==================== design 1
$ cat src/rtl/control_pipe_if.sv
// Control-pipe bus: IF/ID-side inputs and the ID/EX, EX/MEM, MEM/WB control outputs.
interface control_pipe_if #(
    parameter int REG_AW = 5,
    parameter int CNT_W  = 8
);
    logic [5:0]        opcode;
    logic [REG_AW-1:0] if_id_rs;
    logic [REG_AW-1:0] if_id_rt;
    logic              flush;
    logic [3:0]        ex_EX;
    logic [2:0]        ex_M;
    logic [1:0]        ex_WB;
    logic [REG_AW-1:0] ex_rt;
    logic [2:0]        mem_M;
    logic [1:0]        mem_WB;
    logic [1:0]        wb_WB;
    logic              stall;
    logic              illegal;
    logic [CNT_W-1:0]  illegal_cnt;

    modport master (
        output opcode, if_id_rs, if_id_rt, flush,
        input  ex_EX, ex_M, ex_WB, ex_rt, mem_M, mem_WB, wb_WB, stall, illegal, illegal_cnt
    );

    modport slave (
        input  opcode, if_id_rs, if_id_rt, flush,
        output ex_EX, ex_M, ex_WB, ex_rt, mem_M, mem_WB, wb_WB, stall, illegal, illegal_cnt
    );
endinterface

$ cat src/rtl/control_pipe.sv
// Pipelined control decoder: decodes opcode into EX/M/WB bundles, carries them to WB,
// and inserts load-use bubbles, branch flushes and illegal-opcode counting.
module control_pipe #(
    parameter int REG_AW    = 5,
    parameter bit HAZARD_EN = 1'b1,
    parameter int CNT_W     = 8
) (
    input logic          clk,
    input logic          rst_n,
    control_pipe_if.slave bus
);
    localparam logic [5:0] OP_RTYPE = 6'b000000;
    localparam logic [5:0] OP_LW    = 6'b100011;
    localparam logic [5:0] OP_SW    = 6'b101011;
    localparam logic [5:0] OP_BEQ   = 6'b000100;
    localparam logic [5:0] OP_NOP   = 6'b100000;

    // Result layout: {EX[3:0], M[2:0], WB[1:0], illegal}
    function automatic logic [9:0] decode(input logic [5:0] op);
        case (op)
            OP_RTYPE: decode = 10'b1100_000_10_0;
            OP_LW:    decode = 10'b0001_010_11_0;
            OP_SW:    decode = 10'b0001_001_00_0;
            OP_BEQ:   decode = 10'b0010_100_00_0;
            OP_NOP:   decode = 10'b0000_000_00_0;
            default:  decode = 10'b0000_000_00_1;
        endcase
    endfunction

    function automatic logic [CNT_W-1:0] sat_inc(input logic [CNT_W-1:0] v);
        sat_inc = (&v) ? v : v + 1'b1;
    endfunction

    logic [9:0]        dec_d;
    logic              stall_d;

    logic [3:0]        ex_ex_p0_q;
    logic [2:0]        ex_m_p0_q;
    logic [1:0]        ex_wb_p0_q;
    logic [REG_AW-1:0] ex_rt_p0_q;
    logic              ill_p0_q;
    logic [2:0]        mem_m_p1_q;
    logic [1:0]        mem_wb_p1_q;
    logic [1:0]        wb_wb_p2_q;
    logic [CNT_W-1:0]  cnt_q;

    assign dec_d = decode(bus.opcode);

    // Load in ID/EX whose destination feeds the instruction in IF/ID; a flush overrides it.
    assign stall_d = HAZARD_EN && ex_m_p0_q[1] && !bus.flush &&
                     ((ex_rt_p0_q == bus.if_id_rs) || (ex_rt_p0_q == bus.if_id_rt));

    always_ff @(posedge clk or negedge rst_n) begin
        if (!rst_n) begin
            ex_ex_p0_q  <= '0;
            ex_m_p0_q   <= '0;
            ex_wb_p0_q  <= '0;
            ex_rt_p0_q  <= '0;
            ill_p0_q    <= 1'b0;
            mem_m_p1_q  <= '0;
            mem_wb_p1_q <= '0;
            wb_wb_p2_q  <= '0;
            cnt_q       <= '0;
        end else begin
            // MEM/WB boundary always advances
            wb_wb_p2_q <= mem_wb_p1_q;
            if (bus.flush) begin
                ex_ex_p0_q  <= '0;
                ex_m_p0_q   <= '0;
                ex_wb_p0_q  <= '0;
                ex_rt_p0_q  <= '0;
                ill_p0_q    <= 1'b0;
                mem_m_p1_q  <= '0;
                mem_wb_p1_q <= '0;
            end else begin
                // EX/MEM boundary advances on both stall and normal cycles
                mem_m_p1_q  <= ex_m_p0_q;
                mem_wb_p1_q <= ex_wb_p0_q;
                if (stall_d) begin
                    ex_ex_p0_q <= '0;
                    ex_m_p0_q  <= '0;
                    ex_wb_p0_q <= '0;
                    ex_rt_p0_q <= '0;
                    ill_p0_q   <= 1'b0;
                end else begin
                    // ID/EX boundary: fresh decode
                    ex_ex_p0_q <= dec_d[9:6];
                    ex_m_p0_q  <= dec_d[5:3];
                    ex_wb_p0_q <= dec_d[2:1];
                    ex_rt_p0_q <= bus.if_id_rt;
                    ill_p0_q   <= dec_d[0];
                    if (dec_d[0]) begin
                        cnt_q <= sat_inc(cnt_q);
                    end
                end
            end
        end
    end

    assign bus.ex_EX       = ex_ex_p0_q;
    assign bus.ex_M        = ex_m_p0_q;
    assign bus.ex_WB       = ex_wb_p0_q;
    assign bus.ex_rt       = ex_rt_p0_q;
    assign bus.mem_M       = mem_m_p1_q;
    assign bus.mem_WB      = mem_wb_p1_q;
    assign bus.wb_WB       = wb_wb_p2_q;
    assign bus.stall       = stall_d;
    assign bus.illegal     = ill_p0_q;
    assign bus.illegal_cnt = cnt_q;
endmodule
$ cat src/flat_wrapper.sv
// flat-port wrapper written by rule: the top's interface ports become plain ports
module control_pipe_flat 
#(
    parameter int REG_AW    = 5,
    parameter bit HAZARD_EN = 1'b1,
    parameter int CNT_W     = 8
)
  (clk, rst_n, bus_opcode, bus_if_id_rs, bus_if_id_rt, bus_flush, bus_ex_EX, bus_ex_M, bus_ex_WB, bus_ex_rt, bus_mem_M, bus_mem_WB, bus_wb_WB, bus_stall, bus_illegal, bus_illegal_cnt);
  control_pipe_if #(.REG_AW(REG_AW), .CNT_W(CNT_W)) bus_i ();
  input logic clk;
  input logic rst_n;
  input wire logic [$bits(bus_i.opcode)-1:0] bus_opcode;
  input wire logic [$bits(bus_i.if_id_rs)-1:0] bus_if_id_rs;
  input wire logic [$bits(bus_i.if_id_rt)-1:0] bus_if_id_rt;
  input wire logic [$bits(bus_i.flush)-1:0] bus_flush;
  output wire logic [$bits(bus_i.ex_EX)-1:0] bus_ex_EX;
  output wire logic [$bits(bus_i.ex_M)-1:0] bus_ex_M;
  output wire logic [$bits(bus_i.ex_WB)-1:0] bus_ex_WB;
  output wire logic [$bits(bus_i.ex_rt)-1:0] bus_ex_rt;
  output wire logic [$bits(bus_i.mem_M)-1:0] bus_mem_M;
  output wire logic [$bits(bus_i.mem_WB)-1:0] bus_mem_WB;
  output wire logic [$bits(bus_i.wb_WB)-1:0] bus_wb_WB;
  output wire logic [$bits(bus_i.stall)-1:0] bus_stall;
  output wire logic [$bits(bus_i.illegal)-1:0] bus_illegal;
  output wire logic [$bits(bus_i.illegal_cnt)-1:0] bus_illegal_cnt;
  assign bus_i.opcode = bus_opcode;
  assign bus_i.if_id_rs = bus_if_id_rs;
  assign bus_i.if_id_rt = bus_if_id_rt;
  assign bus_i.flush = bus_flush;
  assign bus_ex_EX = bus_i.ex_EX;
  assign bus_ex_M = bus_i.ex_M;
  assign bus_ex_WB = bus_i.ex_WB;
  assign bus_ex_rt = bus_i.ex_rt;
  assign bus_mem_M = bus_i.mem_M;
  assign bus_mem_WB = bus_i.mem_WB;
  assign bus_wb_WB = bus_i.wb_WB;
  assign bus_stall = bus_i.stall;
  assign bus_illegal = bus_i.illegal;
  assign bus_illegal_cnt = bus_i.illegal_cnt;
  control_pipe #(.REG_AW(REG_AW), .HAZARD_EN(HAZARD_EN), .CNT_W(CNT_W)) u_core (.clk(clk), .rst_n(rst_n), .bus(bus_i));
endmodule
$ cat config.mk
export PLATFORM = sky130hd
export DESIGN_NAME = control_pipe_flat
export DESIGN_NICKNAME = d
export VERILOG_FILES = /design/src/rtl/control_pipe_if.sv /design/src/rtl/control_pipe.sv /design/src/flat_wrapper.sv
export SDC_FILE = /design/constraint.sdc
export NUM_CORES = 1
export LEC_CHECK = 0
export CAP_MARGIN = 20
export CORE_MARGIN = 3
export CORE_UTILIZATION = 45
export CTS_CLUSTER_DIAMETER = 60
export DETAILED_ROUTE_END_ITERATION = 12
export PLACE_DENSITY = 0.8
export SLEW_MARGIN = 20
export SYNTH_ARGS = -nofsm -noshare
export SYNTH_HDL_FRONTEND = slang
export SYNTH_SLANG_ARGS = --single-unit
$ cat constraint.sdc
create_clock -name clk -period 4.65 [get_ports clk]
set_input_delay 1.1625 -clock clk [delete_from_list [all_inputs] [get_ports clk]]
set_output_delay 1.1625 -clock clk [all_outputs]
set_load 0.01 [all_outputs]
==================== design 2
## src/rtl/alu_driver.sv

```systemverilog
// Sequencer for an external combinational 4-bit ALU: registers a command, holds
// the ALU inputs stable for SETTLE_CYCLES cycles, then captures the result.
module alu_driver #(
   parameter int unsigned SETTLE_CYCLES = 1
) (
   input  logic       clk,
   input  logic       reset,
   input  logic       cmd_valid,
   output logic       cmd_ready,
   input  logic [2:0] cmd_op,
   input  logic [3:0] cmd_a,
   input  logic [3:0] cmd_b,
   input  logic       cmd_use_acc,
   output logic [3:0] alu_a,
   output logic [3:0] alu_b,
   output logic       alu_l,
   output logic       alu_m,
   output logic       alu_n,
   input  logic [3:0] alu_s,
   output logic       res_valid,
   input  logic       res_ready,
   output logic [3:0] res_data,
   output logic [2:0] res_op,
   output logic       res_zero
);

   localparam int unsigned DATA_W = 4;
   localparam int unsigned OP_W   = 3;
   localparam int unsigned CNT_W  = 4;

   typedef enum logic [1:0] {
      ST_IDLE  = 2'd0,
      ST_DRIVE = 2'd1,
      ST_RESP  = 2'd2
   } state_t;

   state_t              r_state,     w_state_nxt;
   logic [CNT_W-1:0]    r_cnt,       w_cnt_nxt;
   logic [DATA_W-1:0]   r_acc,       w_acc_nxt;
   logic [DATA_W-1:0]   r_alu_a,     w_alu_a_nxt;
   logic [DATA_W-1:0]   r_alu_b,     w_alu_b_nxt;
   logic [OP_W-1:0]     r_alu_op,    w_alu_op_nxt;
   logic                r_cmd_ready, w_cmd_ready_nxt;
   logic                r_res_valid, w_res_valid_nxt;
   logic [DATA_W-1:0]   r_res_data,  w_res_data_nxt;
   logic [OP_W-1:0]     r_res_op,    w_res_op_nxt;
   logic                r_res_zero,  w_res_zero_nxt;
   logic                w_settled;

   // The ALU operand registers double as the in-flight command.
   assign w_settled = (r_cnt == CNT_W'(SETTLE_CYCLES - 1));

   // State register plus every registered output.
   always_ff @(posedge clk) begin
      if (reset) begin
         r_state     <= ST_IDLE;
         r_cnt       <= '0;
         r_acc       <= '0;
         r_alu_a     <= '0;
         r_alu_b     <= '0;
         r_alu_op    <= '0;
         r_cmd_ready <= 1'b1;
         r_res_valid <= 1'b0;
         r_res_data  <= '0;
         r_res_op    <= '0;
         r_res_zero  <= 1'b0;
      end else begin
         r_state     <= w_state_nxt;
         r_cnt       <= w_cnt_nxt;
         r_acc       <= w_acc_nxt;
         r_alu_a     <= w_alu_a_nxt;
         r_alu_b     <= w_alu_b_nxt;
         r_alu_op    <= w_alu_op_nxt;
         r_cmd_ready <= w_cmd_ready_nxt;
         r_res_valid <= w_res_valid_nxt;
         r_res_data  <= w_res_data_nxt;
         r_res_op    <= w_res_op_nxt;
         r_res_zero  <= w_res_zero_nxt;
      end
   end

   // Next-state and next-output logic.
   always_comb begin
      w_state_nxt     = r_state;
      w_cnt_nxt       = r_cnt;
      w_acc_nxt       = r_acc;
      w_alu_a_nxt     = r_alu_a;
      w_alu_b_nxt     = r_alu_b;
      w_alu_op_nxt    = r_alu_op;
      w_cmd_ready_nxt = r_cmd_ready;
      w_res_valid_nxt = r_res_valid;
      w_res_data_nxt  = r_res_data;
      w_res_op_nxt    = r_res_op;
      w_res_zero_nxt  = r_res_zero;
      case (r_state)
         ST_IDLE: begin
            if (cmd_valid && r_cmd_ready) begin
               w_alu_a_nxt     = cmd_use_acc ? r_acc : cmd_a;
               w_alu_b_nxt     = cmd_b;
               w_alu_op_nxt    = cmd_op;
               w_cnt_nxt       = '0;
               w_cmd_ready_nxt = 1'b0;
               w_state_nxt     = ST_DRIVE;
            end
         end
         ST_DRIVE: begin
            if (w_settled) begin
               w_res_data_nxt  = alu_s;
               w_acc_nxt       = alu_s;
               w_res_op_nxt    = r_alu_op;
               w_res_zero_nxt  = (alu_s == DATA_W'(0));
               w_res_valid_nxt = 1'b1;
               w_alu_a_nxt     = '0;
               w_alu_b_nxt     = '0;
               w_alu_op_nxt    = '0;
               w_cnt_nxt       = '0;
               w_state_nxt     = ST_RESP;
            end else begin
               w_cnt_nxt = r_cnt + CNT_W'(1);
            end
         end
         ST_RESP: begin
            if (res_ready) begin
               w_res_valid_nxt = 1'b0;
               w_cmd_ready_nxt = 1'b1;
               w_state_nxt     = ST_IDLE;
            end
         end
         default: begin
            w_state_nxt     = ST_IDLE;
            w_cmd_ready_nxt = 1'b1;
            w_res_valid_nxt = 1'b0;
         end
      endcase
   end

   assign cmd_ready = r_cmd_ready;
   assign alu_a     = r_alu_a;
   assign alu_b     = r_alu_b;
   assign alu_l     = r_alu_op[2];
   assign alu_m     = r_alu_op[1];
   assign alu_n     = r_alu_op[0];
   assign res_valid = r_res_valid;
   assign res_data  = r_res_data;
   assign res_op    = r_res_op;
   assign res_zero  = r_res_zero;

endmodule

```

## config.mk

```make
export PLATFORM = sky130hd
export DESIGN_NAME = alu_driver
export DESIGN_NICKNAME = d
export VERILOG_FILES = /design/src/rtl/alu_driver.sv
export SDC_FILE = /design/constraint.sdc
export NUM_CORES = 1
export LEC_CHECK = 0
export CAP_MARGIN = 20
export CORE_MARGIN = 2
export CORE_UTILIZATION = 46
export DETAILED_ROUTE_END_ITERATION = 8
export PLACE_DENSITY = 0.82
export SYNTH_ARGS = -nofsm -noshare
export SYNTH_HDL_FRONTEND = slang
export SYNTH_SLANG_ARGS = --single-unit
```

## constraint.sdc

```tcl
create_clock -name clk -period 3.8 [get_ports clk]
set_input_delay 0.57 -clock clk [delete_from_list [all_inputs] [get_ports clk]]
set_output_delay 0.57 -clock clk [all_outputs]
set_load 0.02 [all_outputs]
```

==================== design 3
[config.mk]
export PLATFORM = sky130hd
export DESIGN_NAME = datapath_mc
export DESIGN_NICKNAME = d
export VERILOG_FILES = /design/src/rtl/datapath_mc.sv
export SDC_FILE = /design/constraint.sdc
export NUM_CORES = 1
export LEC_CHECK = 0
export CAP_MARGIN = 20
export CORE_ASPECT_RATIO = 1.1
export CORE_MARGIN = 1.5
export CORE_UTILIZATION = 55
export DETAILED_ROUTE_END_ITERATION = 8
export PLACE_DENSITY_LB_ADDON = 0.2
export SLEW_MARGIN = 10
export SYNTH_ARGS = -nofsm -noshare
export SYNTH_HDL_FRONTEND = slang
export SYNTH_SLANG_ARGS = --single-unit
[constraint.sdc]
create_clock -name clk -period 4.55 [get_ports clk]
set_input_delay 1.365 -clock clk [delete_from_list [all_inputs] [get_ports clk]]
set_output_delay 1.365 -clock clk [all_outputs]
set_load 0.03 [all_outputs]
[src/rtl/datapath_mc.sv]
// Simple-RISC datapath: register file, A/B/C registers, shifter, ALU, N/V/Z status,
// plus a multi-cycle shift-add multiplier that owns C/status while it runs.
module datapath_mc #(
   parameter int unsigned DW   = 16,
   parameter int unsigned NREG = 8,
   parameter int unsigned RW   = $clog2(NREG),
   parameter int unsigned PCW  = 8
) (
   input  logic          clk,
   input  logic          reset,
   input  logic [RW-1:0] readnum,
   input  logic [RW-1:0] writenum,
   input  logic          write,
   input  logic [1:0]    vsel,
   input  logic          loada,
   input  logic          loadb,
   input  logic          loadc,
   input  logic          loads,
   input  logic          asel,
   input  logic          bsel,
   input  logic [1:0]    shift,
   input  logic [1:0]    ALUop,
   input  logic          only_shift,
   input  logic          mul_start,
   input  logic [DW-1:0] sximm5,
   input  logic [DW-1:0] sximm8,
   input  logic [DW-1:0] mdata,
   input  logic [PCW-1:0] PC,
   output logic [DW-1:0] datapath_out,
   output logic          N,
   output logic          V,
   output logic          Z,
   output logic          mul_busy,
   output logic          mul_done
);

   localparam int unsigned CW = $clog2(DW);
   localparam int unsigned PW = 2 * DW;

   typedef enum logic [1:0] {S_IDLE, S_RUN, S_DONE} state_t;

   state_t        r_state;
   state_t        w_state_next;
   logic [DW-1:0] r_regs [NREG];
   logic [DW-1:0] r_a;
   logic [DW-1:0] r_b;
   logic [DW-1:0] r_c;
   logic [2:0]    r_status;
   logic [DW-1:0] r_mcand;
   logic [DW-1:0] r_mplier;
   logic [PW-1:0] r_acc;
   logic [CW-1:0] r_cnt;
   logic          r_busy;
   logic          r_done;

   logic [DW-1:0] w_rdata;
   logic [DW-1:0] w_sout;
   logic [DW-1:0] w_ain;
   logic [DW-1:0] w_bin;
   logic [DW-1:0] w_alu;
   logic          w_v;
   logic [DW-1:0] w_out_in;
   logic [DW-1:0] w_data_in;
   logic [PW-1:0] w_pp;
   logic [PW-1:0] w_prod;
   logic          w_start;
   logic          w_last;

   assign w_rdata  = r_regs[readnum];
   assign w_ain    = asel ? '0 : r_a;
   assign w_bin    = bsel ? sximm5 : w_sout;
   assign w_out_in = only_shift ? w_sout : r_c;

   assign datapath_out = w_out_in;
   assign V            = r_status[2];
   assign N            = r_status[1];
   assign Z            = r_status[0];
   assign mul_busy     = r_busy;
   assign mul_done     = r_done;

   // Shifter on B
   always_comb begin
      w_sout = r_b;
      case (shift)
         2'b01:   w_sout = {r_b[DW-2:0], 1'b0};
         2'b10:   w_sout = {1'b0, r_b[DW-1:1]};
         2'b11:   w_sout = {r_b[DW-1], r_b[DW-1:1]};
         default: w_sout = r_b;
      endcase
   end

   // ALU with signed-overflow detection for add/sub
   always_comb begin
      w_alu = '0;
      w_v   = 1'b0;
      case (ALUop)
         2'b00: begin
            w_alu = w_ain + w_bin;
            w_v   = (w_ain[DW-1] == w_bin[DW-1]) && (w_alu[DW-1] != w_ain[DW-1]);
         end
         2'b01: begin
            w_alu = w_ain - w_bin;
            w_v   = (w_ain[DW-1] != w_bin[DW-1]) && (w_alu[DW-1] != w_ain[DW-1]);
         end
         2'b10:   w_alu = w_ain & w_bin;
         default: w_alu = ~w_bin;
      endcase
   end

   // Writeback source select
   always_comb begin
      w_data_in = w_out_in;
      case (vsel)
         2'b01:   w_data_in = sximm8;
         2'b10:   w_data_in = DW'(PC);
         2'b11:   w_data_in = mdata;
         default: w_data_in = w_out_in;
      endcase
   end

   // One multiplier bit per RUN cycle, LSB first
   assign w_pp    = r_mplier[0] ? (PW'(r_mcand) << r_cnt) : '0;
   assign w_prod  = r_acc + w_pp;
   assign w_start = (r_state == S_IDLE) && mul_start;
   assign w_last  = (r_state == S_RUN) && (r_cnt == CW'(DW - 1));

   always_comb begin
      w_state_next = r_state;
      case (r_state)
         S_IDLE:  if (mul_start) w_state_next = S_RUN;
         S_RUN:   if (r_cnt == CW'(DW - 1)) w_state_next = S_DONE;
         S_DONE:  w_state_next = S_IDLE;
         default: w_state_next = S_IDLE;
      endcase
   end

   always_ff @(posedge clk) begin
      if (reset) begin
         r_state <= S_IDLE;
         r_busy  <= 1'b0;
         r_done  <= 1'b0;
      end else begin
         r_state <= w_state_next;
         r_busy  <= (w_state_next == S_RUN);
         r_done  <= (w_state_next == S_DONE);
      end
   end

   always_ff @(posedge clk) begin
      if (reset) begin
         for (int i = 0; i < int'(NREG); i++) r_regs[i] <= '0;
         r_a      <= '0;
         r_b      <= '0;
         r_c      <= '0;
         r_status <= '0;
         r_mcand  <= '0;
         r_mplier <= '0;
         r_acc    <= '0;
         r_cnt    <= '0;
      end else begin
         if (write) r_regs[writenum] <= w_data_in;
         if (loada) r_a <= w_rdata;
         if (loadb) r_b <= w_rdata;

         if (w_start) begin
            r_mcand  <= w_ain;
            r_mplier <= w_bin;
            r_acc    <= '0;
            r_cnt    <= '0;
         end else if (r_state == S_RUN) begin
            r_acc    <= w_prod;
            r_mplier <= r_mplier >> 1;
            r_cnt    <= r_cnt + CW'(1);
         end

         // Multiplier owns C/status for the whole RUN phase
         if (w_last) begin
            r_c      <= w_prod[DW-1:0];
            r_status <= {(w_prod[PW-1:DW] != '0), w_prod[DW-1], (w_prod[DW-1:0] == '0)};
         end else if (r_state != S_RUN) begin
            if (loadc) r_c <= w_alu;
            if (loads) r_status <= {w_v, w_alu[DW-1], (w_alu == '0)};
         end
      end
   end

endmodule

==================== design 4
`config.mk`:
```
export PLATFORM = sky130hd
export DESIGN_NAME = clfsr_decrypt_flat
export DESIGN_NICKNAME = d
export VERILOG_FILES = /design/src/rtl/clfsr_pkg.sv /design/src/rtl/clfsr_decrypt_if.sv /design/src/rtl/clfsr_keystream.sv /design/src/rtl/clfsr_decrypt.sv /design/src/flat_wrapper.sv
export SDC_FILE = /design/constraint.sdc
export NUM_CORES = 1
export LEC_CHECK = 0
export ABC_AREA = 1
export CORE_UTILIZATION = 37
export CTS_CLUSTER_DIAMETER = 100
export DETAILED_ROUTE_END_ITERATION = 8
export PLACE_DENSITY = 0.56
export SYNTH_ARGS = -nofsm -noshare
export SYNTH_HDL_FRONTEND = slang
export SYNTH_SLANG_ARGS = --single-unit
```
`constraint.sdc`:
```
create_clock -name clk -period 16.15 [get_ports clk]
set_input_delay 3.23 -clock clk [delete_from_list [all_inputs] [get_ports clk]]
set_output_delay 3.23 -clock clk [all_outputs]
set_load 0.05 [all_outputs]
```
`src/rtl/clfsr_pkg.sv`:
```
// rtl/clfsr_pkg.sv - shared seeds, taps, map constant and FSM states for the CLFSR cipher
package clfsr_pkg;

  localparam logic        [15:0] LFSR_SEED_DEF = 16'h0001;
  localparam logic signed [15:0] X_SEED_DEF    = 16'sh7EF0;
  localparam logic signed [15:0] MAP_ONE       = 16'sh7FFF;

  localparam int TAP_A = 15;
  localparam int TAP_B = 13;
  localparam int TAP_C = 12;
  localparam int TAP_D = 10;

  typedef enum logic {SHIFT, FULL} state_t;

  function automatic logic [15:0] lfsr_next(input logic [15:0] v);
    return {v[14:0], v[TAP_A] ^ v[TAP_B] ^ v[TAP_C] ^ v[TAP_D]};
  endfunction

endpackage

```
`src/rtl/clfsr_decrypt_if.sv`:
```
// rtl/clfsr_decrypt_if.sv - ciphertext-in / plaintext-out handshake bundle
interface clfsr_decrypt_if;

  logic       ct_valid;
  logic       ct_bit;
  logic       ct_ready;
  logic       pt_valid;
  logic [7:0] pt_data;
  logic       pt_ready;

  modport master (
    output ct_valid, ct_bit, pt_ready,
    input  ct_ready, pt_valid, pt_data
  );

  modport slave (
    input  ct_valid, ct_bit, pt_ready,
    output ct_ready, pt_valid, pt_data
  );

endinterface

```
`src/rtl/clfsr_keystream.sv`:
```
// rtl/clfsr_keystream.sv - LFSR xor logistic-map keystream, one step per accepted bit
module clfsr_keystream
  import clfsr_pkg::*;
#(
  parameter logic        [15:0] LFSR_SEED = LFSR_SEED_DEF,
  parameter logic signed [15:0] X_SEED    = X_SEED_DEF
) (
  input  logic clk,
  input  logic rst_n,
  input  logic step,
  input  logic load,
  output logic ks_bit
);

  logic        [15:0] lfsr;
  logic signed [15:0] x;
  logic signed [15:0] x_next;
  logic signed [31:0] x_square;
  logic signed [31:0] x_mult;
  logic               unused_mult_bits;

  always_ff @(posedge clk or negedge rst_n) begin
    if (!rst_n) begin
      lfsr     <= LFSR_SEED;
      x        <= X_SEED;
      x_square <= '0;
      x_mult   <= '0;
      x_next   <= '0;
    end else if (load) begin
      lfsr     <= LFSR_SEED;
      x        <= X_SEED;
      x_square <= '0;
      x_mult   <= '0;
      x_next   <= '0;
    end else if (step) begin
      // x_next = 1 - 4*x^2 in Q1.15, spread over a three-stage pipeline
      lfsr     <= lfsr_next(lfsr);
      x_square <= 32'(x) * 32'(x);
      x_mult   <= x_square <<< 2;
      x_next   <= MAP_ONE - x_mult[30:15];
      x        <= x_next;
    end
  end

  assign ks_bit           = lfsr[15] ^ x_next[15];
  assign unused_mult_bits = ^{x_mult[31], x_mult[14:0]};

endmodule

```
`src/rtl/clfsr_decrypt.sv`:
```
// rtl/clfsr_decrypt.sv - bit-serial CLFSR decryptor with single-entry byte skid
module clfsr_decrypt
  import clfsr_pkg::*;
#(
  parameter logic        [15:0] LFSR_SEED = LFSR_SEED_DEF,
  parameter logic signed [15:0] X_SEED    = X_SEED_DEF
) (
  input  logic            clk,
  input  logic            rst_n,
  input  logic            resync,
  clfsr_decrypt_if.slave  bus
);

  state_t     state;
  logic [2:0] cnt;
  logic [6:0] shreg;
  logic       ks_bit;
  logic       accept;
  logic       pt_bit;

  // In FULL the held byte can drain and a new bit enter on the same edge
  assign bus.ct_ready = rst_n && ((state == SHIFT) || bus.pt_ready);
  assign accept       = bus.ct_valid && bus.ct_ready && !resync;
  assign pt_bit       = bus.ct_bit ^ ks_bit;

  clfsr_keystream #(
    .LFSR_SEED (LFSR_SEED),
    .X_SEED    (X_SEED)
  ) u_ks (
    .clk    (clk),
    .rst_n  (rst_n),
    .step   (accept),
    .load   (resync),
    .ks_bit (ks_bit)
  );

  always_ff @(posedge clk or negedge rst_n) begin
    if (!rst_n) begin
      state       <= SHIFT;
      cnt         <= '0;
      shreg       <= '0;
      bus.pt_valid <= 1'b0;
      bus.pt_data  <= 8'h00;
    end else if (resync) begin
      state       <= SHIFT;
      cnt         <= '0;
      shreg       <= '0;
      bus.pt_valid <= 1'b0;
      bus.pt_data  <= 8'h00;
    end else begin
      case (state)
        SHIFT: begin
          if (accept) begin
            shreg <= {shreg[5:0], pt_bit};
            cnt   <= cnt + 3'd1;
            if (cnt == 3'd7) begin
              bus.pt_data  <= {shreg, pt_bit};
              bus.pt_valid <= 1'b1;
              state        <= FULL;
            end
          end
        end
        FULL: begin
          if (bus.pt_ready) begin
            bus.pt_valid <= 1'b0;
            state        <= SHIFT;
            if (accept) begin
              shreg <= {shreg[5:0], pt_bit};
              cnt   <= 3'd1;
            end else begin
              cnt   <= 3'd0;
            end
          end
        end
        default: state <= SHIFT;
      endcase
    end
  end

endmodule

```
`src/flat_wrapper.sv`:
```
// flat-port wrapper written by rule: the top's interface ports become plain ports
module clfsr_decrypt_flat import clfsr_pkg::*;
#(
  parameter logic        [15:0] LFSR_SEED = LFSR_SEED_DEF,
  parameter logic signed [15:0] X_SEED    = X_SEED_DEF
)
  (clk, rst_n, resync, bus_ct_valid, bus_ct_bit, bus_pt_ready, bus_ct_ready, bus_pt_valid, bus_pt_data);
  clfsr_decrypt_if bus_i ();
  input  logic clk;
  input  logic rst_n;
  input  logic resync;
  input wire logic [$bits(bus_i.ct_valid)-1:0] bus_ct_valid;
  input wire logic [$bits(bus_i.ct_bit)-1:0] bus_ct_bit;
  input wire logic [$bits(bus_i.pt_ready)-1:0] bus_pt_ready;
  output wire logic [$bits(bus_i.ct_ready)-1:0] bus_ct_ready;
  output wire logic [$bits(bus_i.pt_valid)-1:0] bus_pt_valid;
  output wire logic [$bits(bus_i.pt_data)-1:0] bus_pt_data;
  assign bus_i.ct_valid = bus_ct_valid;
  assign bus_i.ct_bit = bus_ct_bit;
  assign bus_i.pt_ready = bus_pt_ready;
  assign bus_ct_ready = bus_i.ct_ready;
  assign bus_pt_valid = bus_i.pt_valid;
  assign bus_pt_data = bus_i.pt_data;
  clfsr_decrypt #(.LFSR_SEED(LFSR_SEED), .X_SEED(X_SEED)) u_core (.clk(clk), .rst_n(rst_n), .resync(resync), .bus(bus_i));
endmodule
```
**Design 4: track usage over the die**

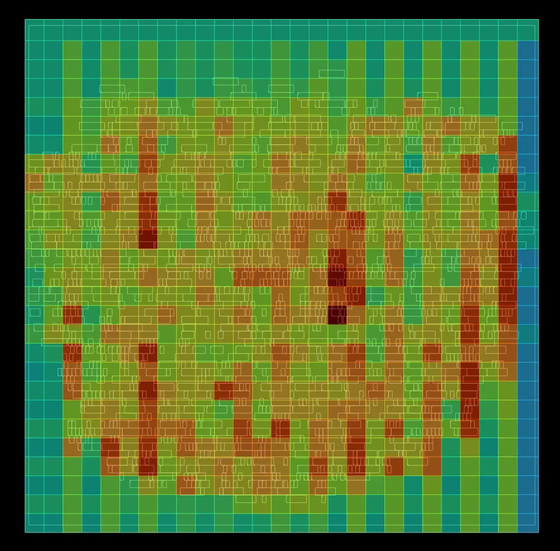
post-DR wirelength/cell: 14.1 um
met2 track demand over resource in global routing: 29.3%

==> notes.org, design 4 <==
* Implementation run

** Min path
- Launch instance of the worst min-delay path :: u_core.u_ks.x_mult[27]
- Min-Delay Path Depth :: 1

** Placement
- Worst slack at placement :: 8.07 ns
- For this run the detailed placement stage logged an HPWL of 21700 um.

** Global route
- The initial antenna violation count is 0.
- Vias in the first global route :: 9736
- Maximum number of pins on one net before global-route repair :: 62

** Synth
- Summing the sequential cell areas from Yosys gives 19.8% of the chip area.
- Dominant flop cell :: dfrtp_1
- The cell-mix breakdown from Yosys lists the compound-gate area share as 7.97%.
- Instance tally after logic synthesis :: 1502
- Fraction of registers with async set/reset :: 100%
- Simple share :: 14.6%

** Cells and area
- Per the final layout report, the fraction of cells sized above drive strength 1 comes to 4.91%.

** Clocking
- Clock-pin slew on the worst setup and hold paths :: 0.07 ns
- Per the CTS log, the root buffer master is clkbuf_16.

** Routing
- Antenna Nets Post-Route :: 0

** Run status
- Result of the run :: finished clean

** Die
- Width of the die :: 187 um

** Worst setup path
- The arrival time of data at the worst endpoint is listed as 4.82 ns.
design 4: critical path: stages:
cell and delay [ns]:
buf_4 0.42, a21boi_2 0.32, clkdlybuf4s50_1 0.84
design 4: registers in the layout (all words and copies together) (netlist names):
name                  count
u_core.u_ks.x_square     16
u_core.u_ks.x_mult       16
u_core.shreg              7
u_core.u_ks.lfsr         16
u_core.u_ks.x            16
u_core.bus.pt_valid       1
u_core.state              1
u_core.cnt                3
u_core.bus.pt_data        8
u_core.u_ks.x_next       16
design 4: layer usage:
| metal | vias to the layer above | wire length, um |
|---|---|---|
| li1 | 4367 | - |
| met1 | 4562 | 12700 |
| met2 | 101 | 13500 |
| met3 | 26 | 634 |
| met4 | 0 | 473 |
| met5 | - | 0 |
design 4: layout make-up:
type                            count  area (um^2)  share of cell area [%]
Multi-Input combinational cell    913         8270                    61.3
Sequential cell                   100         2520                    18.6
Inverter                          437         1640                    12.2
Tap cell                          448          561                    4.15
Clock buffer                       10          229                    1.70
Timing Repair Buffer               21          193                    1.43
Clock inverter                      6         86.3                   0.640
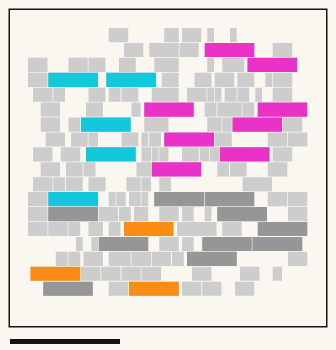
**Above:** design 1 (register map, names as in the netlist).
Bar = 20 um.
[cyan] `u_core.bus.ex_rt` | sequential cells: 5
[orange] `u_core.bus.ex_EX` | sequential cells: 3
[magenta] `u_core.bus.illegal_cnt` | sequential cells: 8
not coloured: 10

==> notes.org, design 1 <==
* Implementation run

** Run status
- The flow ran to the end, and the final reports show no timing, DRC or antenna violations.

** Cells and area
- Area of all sequential standard cells :: 651 um^2
- In the final design, more cell area goes to sequential cells than to any other class.
- Per the layout report, the design carries 4 clock buffers.
- Number of cells in the finished layout apart from fillers :: 182
- Of the total standard cell area in the layout, the sequential portion is 37.6%.
- Core utilization of the finished layout :: 69.3%

** Synth
- The Yosys step of the flow raised 0 warnings.
- The synthesized netlist devotes 11.0% of its cell area to XOR and XNOR gates.
- The cell area that synthesis handed to floorplanning was 1200 um^2.
- Area share of the leading cell type in the synthesized netlist :: 54.3%
- Cell type with the largest total area after synthesis :: dfrtp_1

** Worst setup path
- Per the timing report, the most critical flop-to-flop path originates at u_core.bus.ex_rt[0].
- The setup path with the least slack is of type input pin to output pin.
- The worst setup path is launched from an input pin.

** Placement
- Counting tap cells, the placed design contains a total of 178 instances.

** Global route
- Combined global-route utilization of all metal layers :: 16.2%
- Most Used Layer, Global Route :: met2
- Total congestion overflow :: 0

** Routing
- The detailed router reports a met3 wire length of 155 um.
- In the detailed route, the total length drawn on met2 is 1270 um.
- Detailed-router iteration count before antenna repair :: 2
- For this sky-water flow run, the detailed-routed wirelength per cell is reported as 13.6 um.

** Die
- In this run the horizontal extent of the chip is 57.6 um.

** Clocking
- Clock-pin slew on the worst setup and hold paths :: 0.13 ns
- Post-CTS setup buffer count :: 0

** Timing
- Setup violations, final :: 0
==> design 1: how the worst min path moves through the flow <==
stage / start / endpoint / slack [ns] / depth (start not counted)
floorplan: u_core.bus.mem_WB[1] / u_core.bus.wb_WB[1] / 0.42 / 0
global placement: u_core.bus.mem_WB[1] / u_core.bus.wb_WB[1] / 0.36 / 0
detailed placement: u_core.bus.mem_WB[1] / u_core.bus.wb_WB[1] / 0.36 / 0
CTS: u_core.bus.mem_WB[1] / u_core.bus.wb_WB[1] / 0.40 / 0
global route: u_core.bus.mem_WB[1] / u_core.bus.wb_WB[1] / 0.41 / 0
finish: u_core.bus.mem_WB[1] / u_core.bus.wb_WB[1] / 0.39 / 0
==> design 1: cells by family (layout without fill, tap and decap cells) <==
kind of cell / count (synthesis) / count (layout)
buffers and inverters: 8 / 57
flip-flops: 26 / 26
AND/OR/NAND/NOR: 44 / 44
multiplexers: 3 / 3
adder cells (fa/ha/maj): 1 / 1
AND-OR/OR-AND: 6 / 6
XOR/XNOR: 15 / 15
==> design 1: worst max-delay path: stages <==
cell and delay, ns:
clkdlybuf4s50_1 0.50, nor2b_1 0.22, nand3_1 0.11, o22ai_2 0.19, clkdlybuf4s50_1 0.56
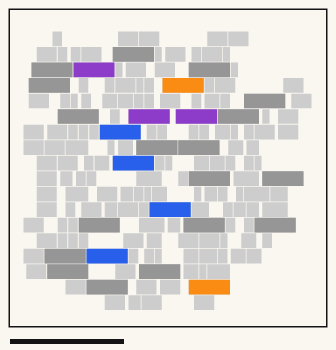
**Above:** design 2 (register map, names as in the netlist).
Bar = 20 um.
[orange] `r_state` | sequential cells: 2
[purple] `r_alu_op` | sequential cells: 3
[blue] `alu_a` | sequential cells: 4
not coloured: 18

==> notes.org, design 2 <==
* Implementation run

** Die
- Top Ports :: 41
- According to the floorplan report, the total die area is 3070 um^2.

** Timing
- Actual transition at the worst max-transition pin :: 0.851 ns
- Highest Clock Rate :: 511 MHz
- Count of pins over their slew limit :: 0
- The final timing report lists clock skew as 0.00173 ns.

** Synth
- Area share of the leading cell type in the synthesized netlist :: 44.5%
- Counting the warning lines in the Yosys log gives 0.
- Instance tally after logic synthesis :: 136

** Routing
- Met3 routed wirelength :: 177 um
- Post-DR wirelength/cell :: 15.0 um

** Clocking
- In this run the number of H-tree levels came out at 1.
- TritonCTS built the clock tree.
- Clock-pin slew on the worst setup and hold paths :: 0.14 ns
- Sinks on the clock net :: 27

** Run status
- Result of the run :: finished clean

** Min path
- Min-Delay Path Depth :: 2
- According to the hold report, the worst path is of the register to register type.

** Worst setup path
- Dominant delay contributor by cell family on the critical path :: buffers and inverters
- Slack of the worst reg-to-reg path :: 2.05 ns
- Slowest-stage cell, CP :: clkdlybuf4s50_1

** Cells and area
- Area of all sequential standard cells :: 541 um^2

** Global route
- For this run, global-route usage on met1 was measured as 22.6%.

** Flow run
- Number of maximum-capacitance violations :: 0
## design 2: tightest hold or removal path: cells and delay by family, from the launching register on
| family | cells | cell delay, ns |
|---|---|---|
| compound gates | 1 | 0.06 |
| simple gates | 1 | 0.07 |
| flops | 1 | 0.34 |
## design 2: worst paths after layout
kind,from,end
max,cmd_ready,cmd_ready
min,res_valid,res_valid
min reg2reg,res_valid,res_valid
max reg2reg,r_cnt[0],alu_a[1]
## design 2: cells by family after synthesis
logic type | synth area share (%)
AOI/OAI and AO/OA | 25.4
and+or+nand+nor | 18.2
DFF | 44.5
buffers and inverters | 6.28
muxes | 3.50
adders and majority gates | 2.06
## design 2: state kept, by name, summed over array words and instances, names as in the netlist
signal / cells
r_alu_op: 3
r_cnt: 4
r_state: 2
res_data: 4
cmd_ready: 1
res_op: 3
alu_a: 4
alu_b: 4
res_zero: 1
res_valid: 1
## design 2: area by class of cell
cell class	instances	share of cell area, %
multi-input cells	96	36.9
clock buffers	4	1.62
flip-flops and latches	27	33.3
well taps	30	2.31
repair buffers	41	25.2
inverters	3	0.694
**Design 3: register map, names as in the netlist**

Bar = 50 um.
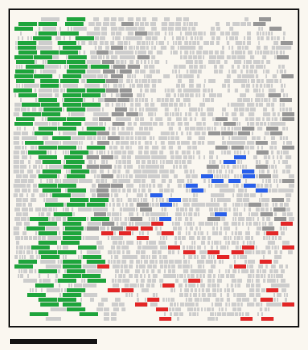
[blue] `r_mcand` | sequential cells: 16
[green] `r_regs` | sequential cells: 128 | where: a column on the left
[red] `r_acc` | sequential cells: 32

==> notes.org, design 3 <==
* Implementation run

** Clocking
- Number of buffers created by CTS :: 27
- The root buffer cell chosen for the clock tree is clkbuf_16.

** Min path
- Worst min-delay path class :: register to register

** Global route
- The global route stage reports its total congestion overflow as 0.
- The via count of the first global-routing pass is 14200.
- Entering global routing, the biggest net connects 59 pins.

** Worst setup path
- Per the timing report, the most critical flop-to-flop path originates at r_cnt[1].
- Number of buffer and inverter stages on the critical path :: 5
- Slowest stage delay, CP :: 0.47 ns
- The worst register-to-register path ends at r_status[2].
- Dominant delay contributor by cell family on the critical path :: buffers and inverters

** Synth
- In this run, distinct cell masters in the synthesized netlist total 73.
- Yosys synthesis warning count :: 0

** Run status
- The flow ran to the end, and the final reports show no timing, DRC or antenna violations.

** Timing
- Setup repair after global routing could not meet its margin everywhere.
- The worst-case max-slew headroom was logged as 34.5%.

** Flow run
- Max-cap violations in this run came to 0.

** Placement
- Cell total after placement :: 2349
## design 3: metal layers
layer	share of wire, %	track usage (%)	routed length (um)	vias to the layer above
met2	49	56.2	24300	627
li1	-	-	-	6848
met4	3.5	12.3	1740	0
met5	0	0	0	-
met1	41	43.7	20100	7005
met3	7.0	3.54	3490	113
## design 3: registers in the layout, indices dropped and copies added, names as in the netlist
signal    cells
mul_done      1
r_c          16
r_b          16
r_mplier     16
r_cnt         4
r_mcand      16
r_regs      128
r_status      3
r_a          16
r_acc        32
r_state       2
mul_busy      1
## design 3: final cells by class
type | count | area, um^2
multi-input combinational | 1345 | 9160
fill | 2145 | 8070
sequential | 251 | 6310
timing repair buffer | 351 | 2930
clock buffer | 34 | 743
tap | 363 | 454
inverter | 50 | 188
clock inverter | 14 | 175
## design 3: cell families after synthesis
kind of cell	after synthesis
simple gates	684
compound gates	408
flops	251
buf+inv	161
mux	138
fa+ha+maj	69
xor+xnor	46
## design 3: worst min-delay path: cells and delay by family (launching register included)
kind | cells | cell delay (ns)
DFF | 1 | 0.31
and+or+nand+nor | 1 | 0.05
AOI/OAI and AO/OA | 1 | 0.05


==> layout pictures side by side <==
Track usage over the die.
picture 1
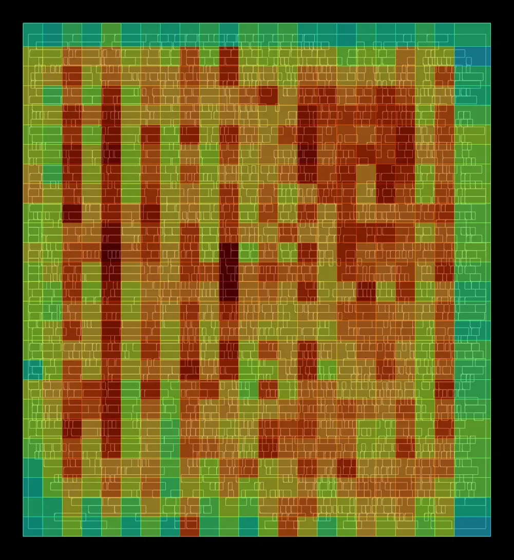
picture 2
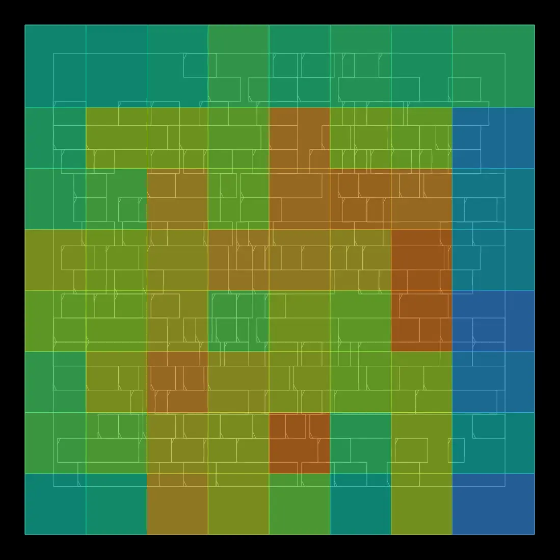
picture 3
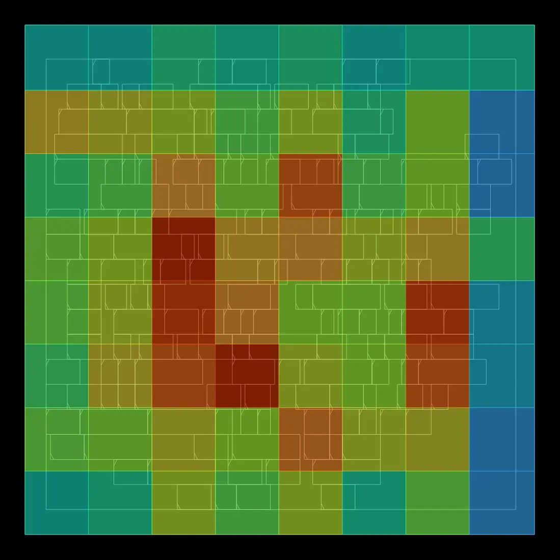
- lowest track usage: picture 2
- most wire per cell: picture 1
- design 3 = picture 1
- design 2 = picture 3
- design 1 = picture 2


==> gallery <==
Gate families picked out.
Plate I
Bar = 20 um.
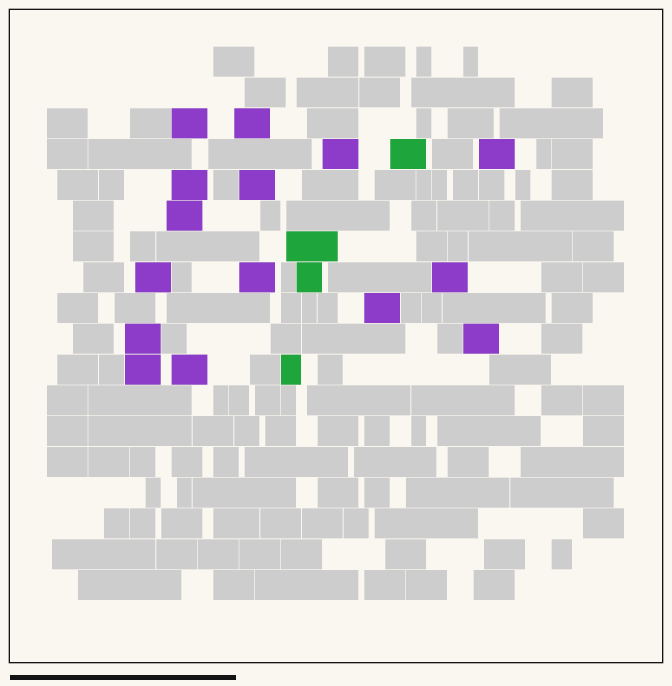
Plate II
Bar = 20 um.
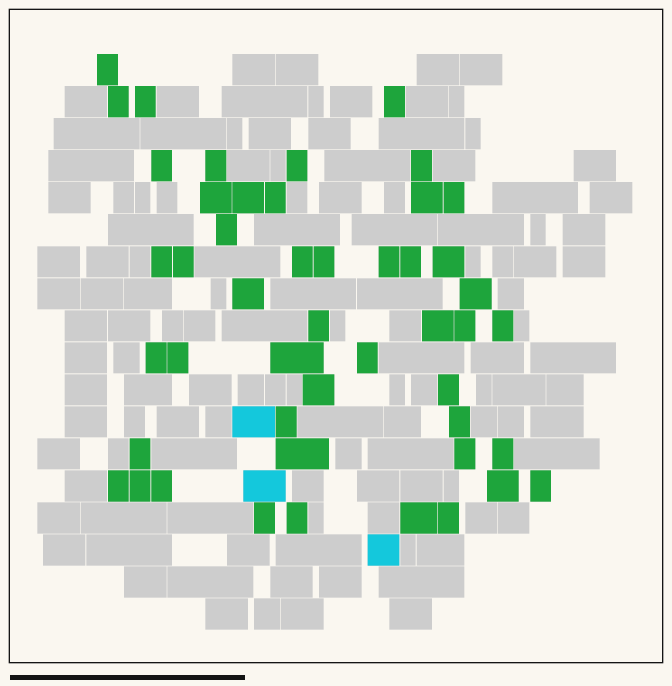
Plate III
Bar = 50 um.
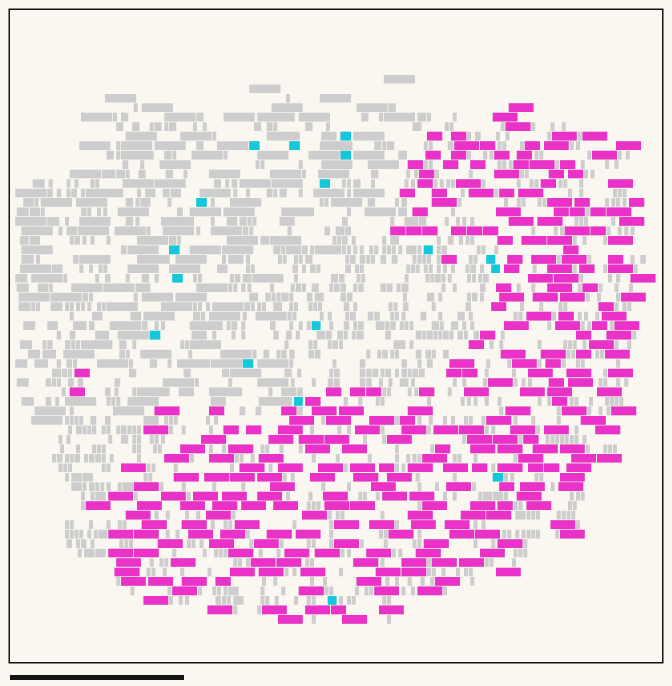
Plate IV
Bar = 50 um.
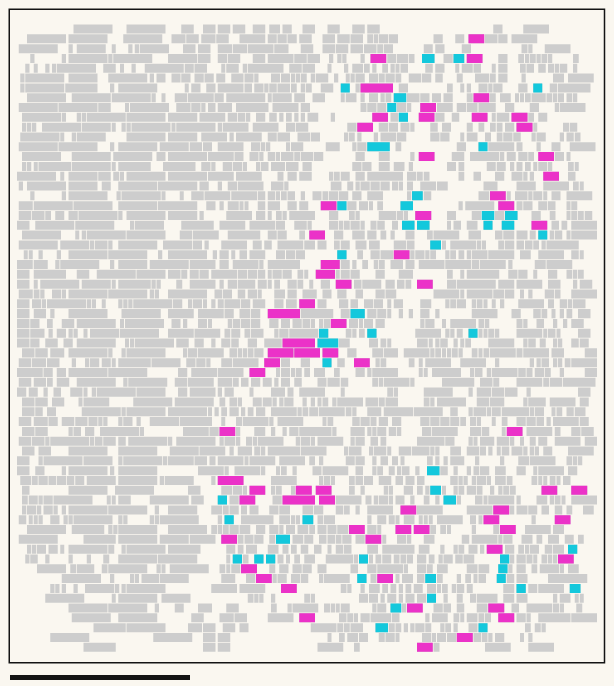
For design 2, see Plate II.
For design 4, see Plate III.
For design 1, see Plate I.
For design 3, see Plate IV.
- largest die: Plate III

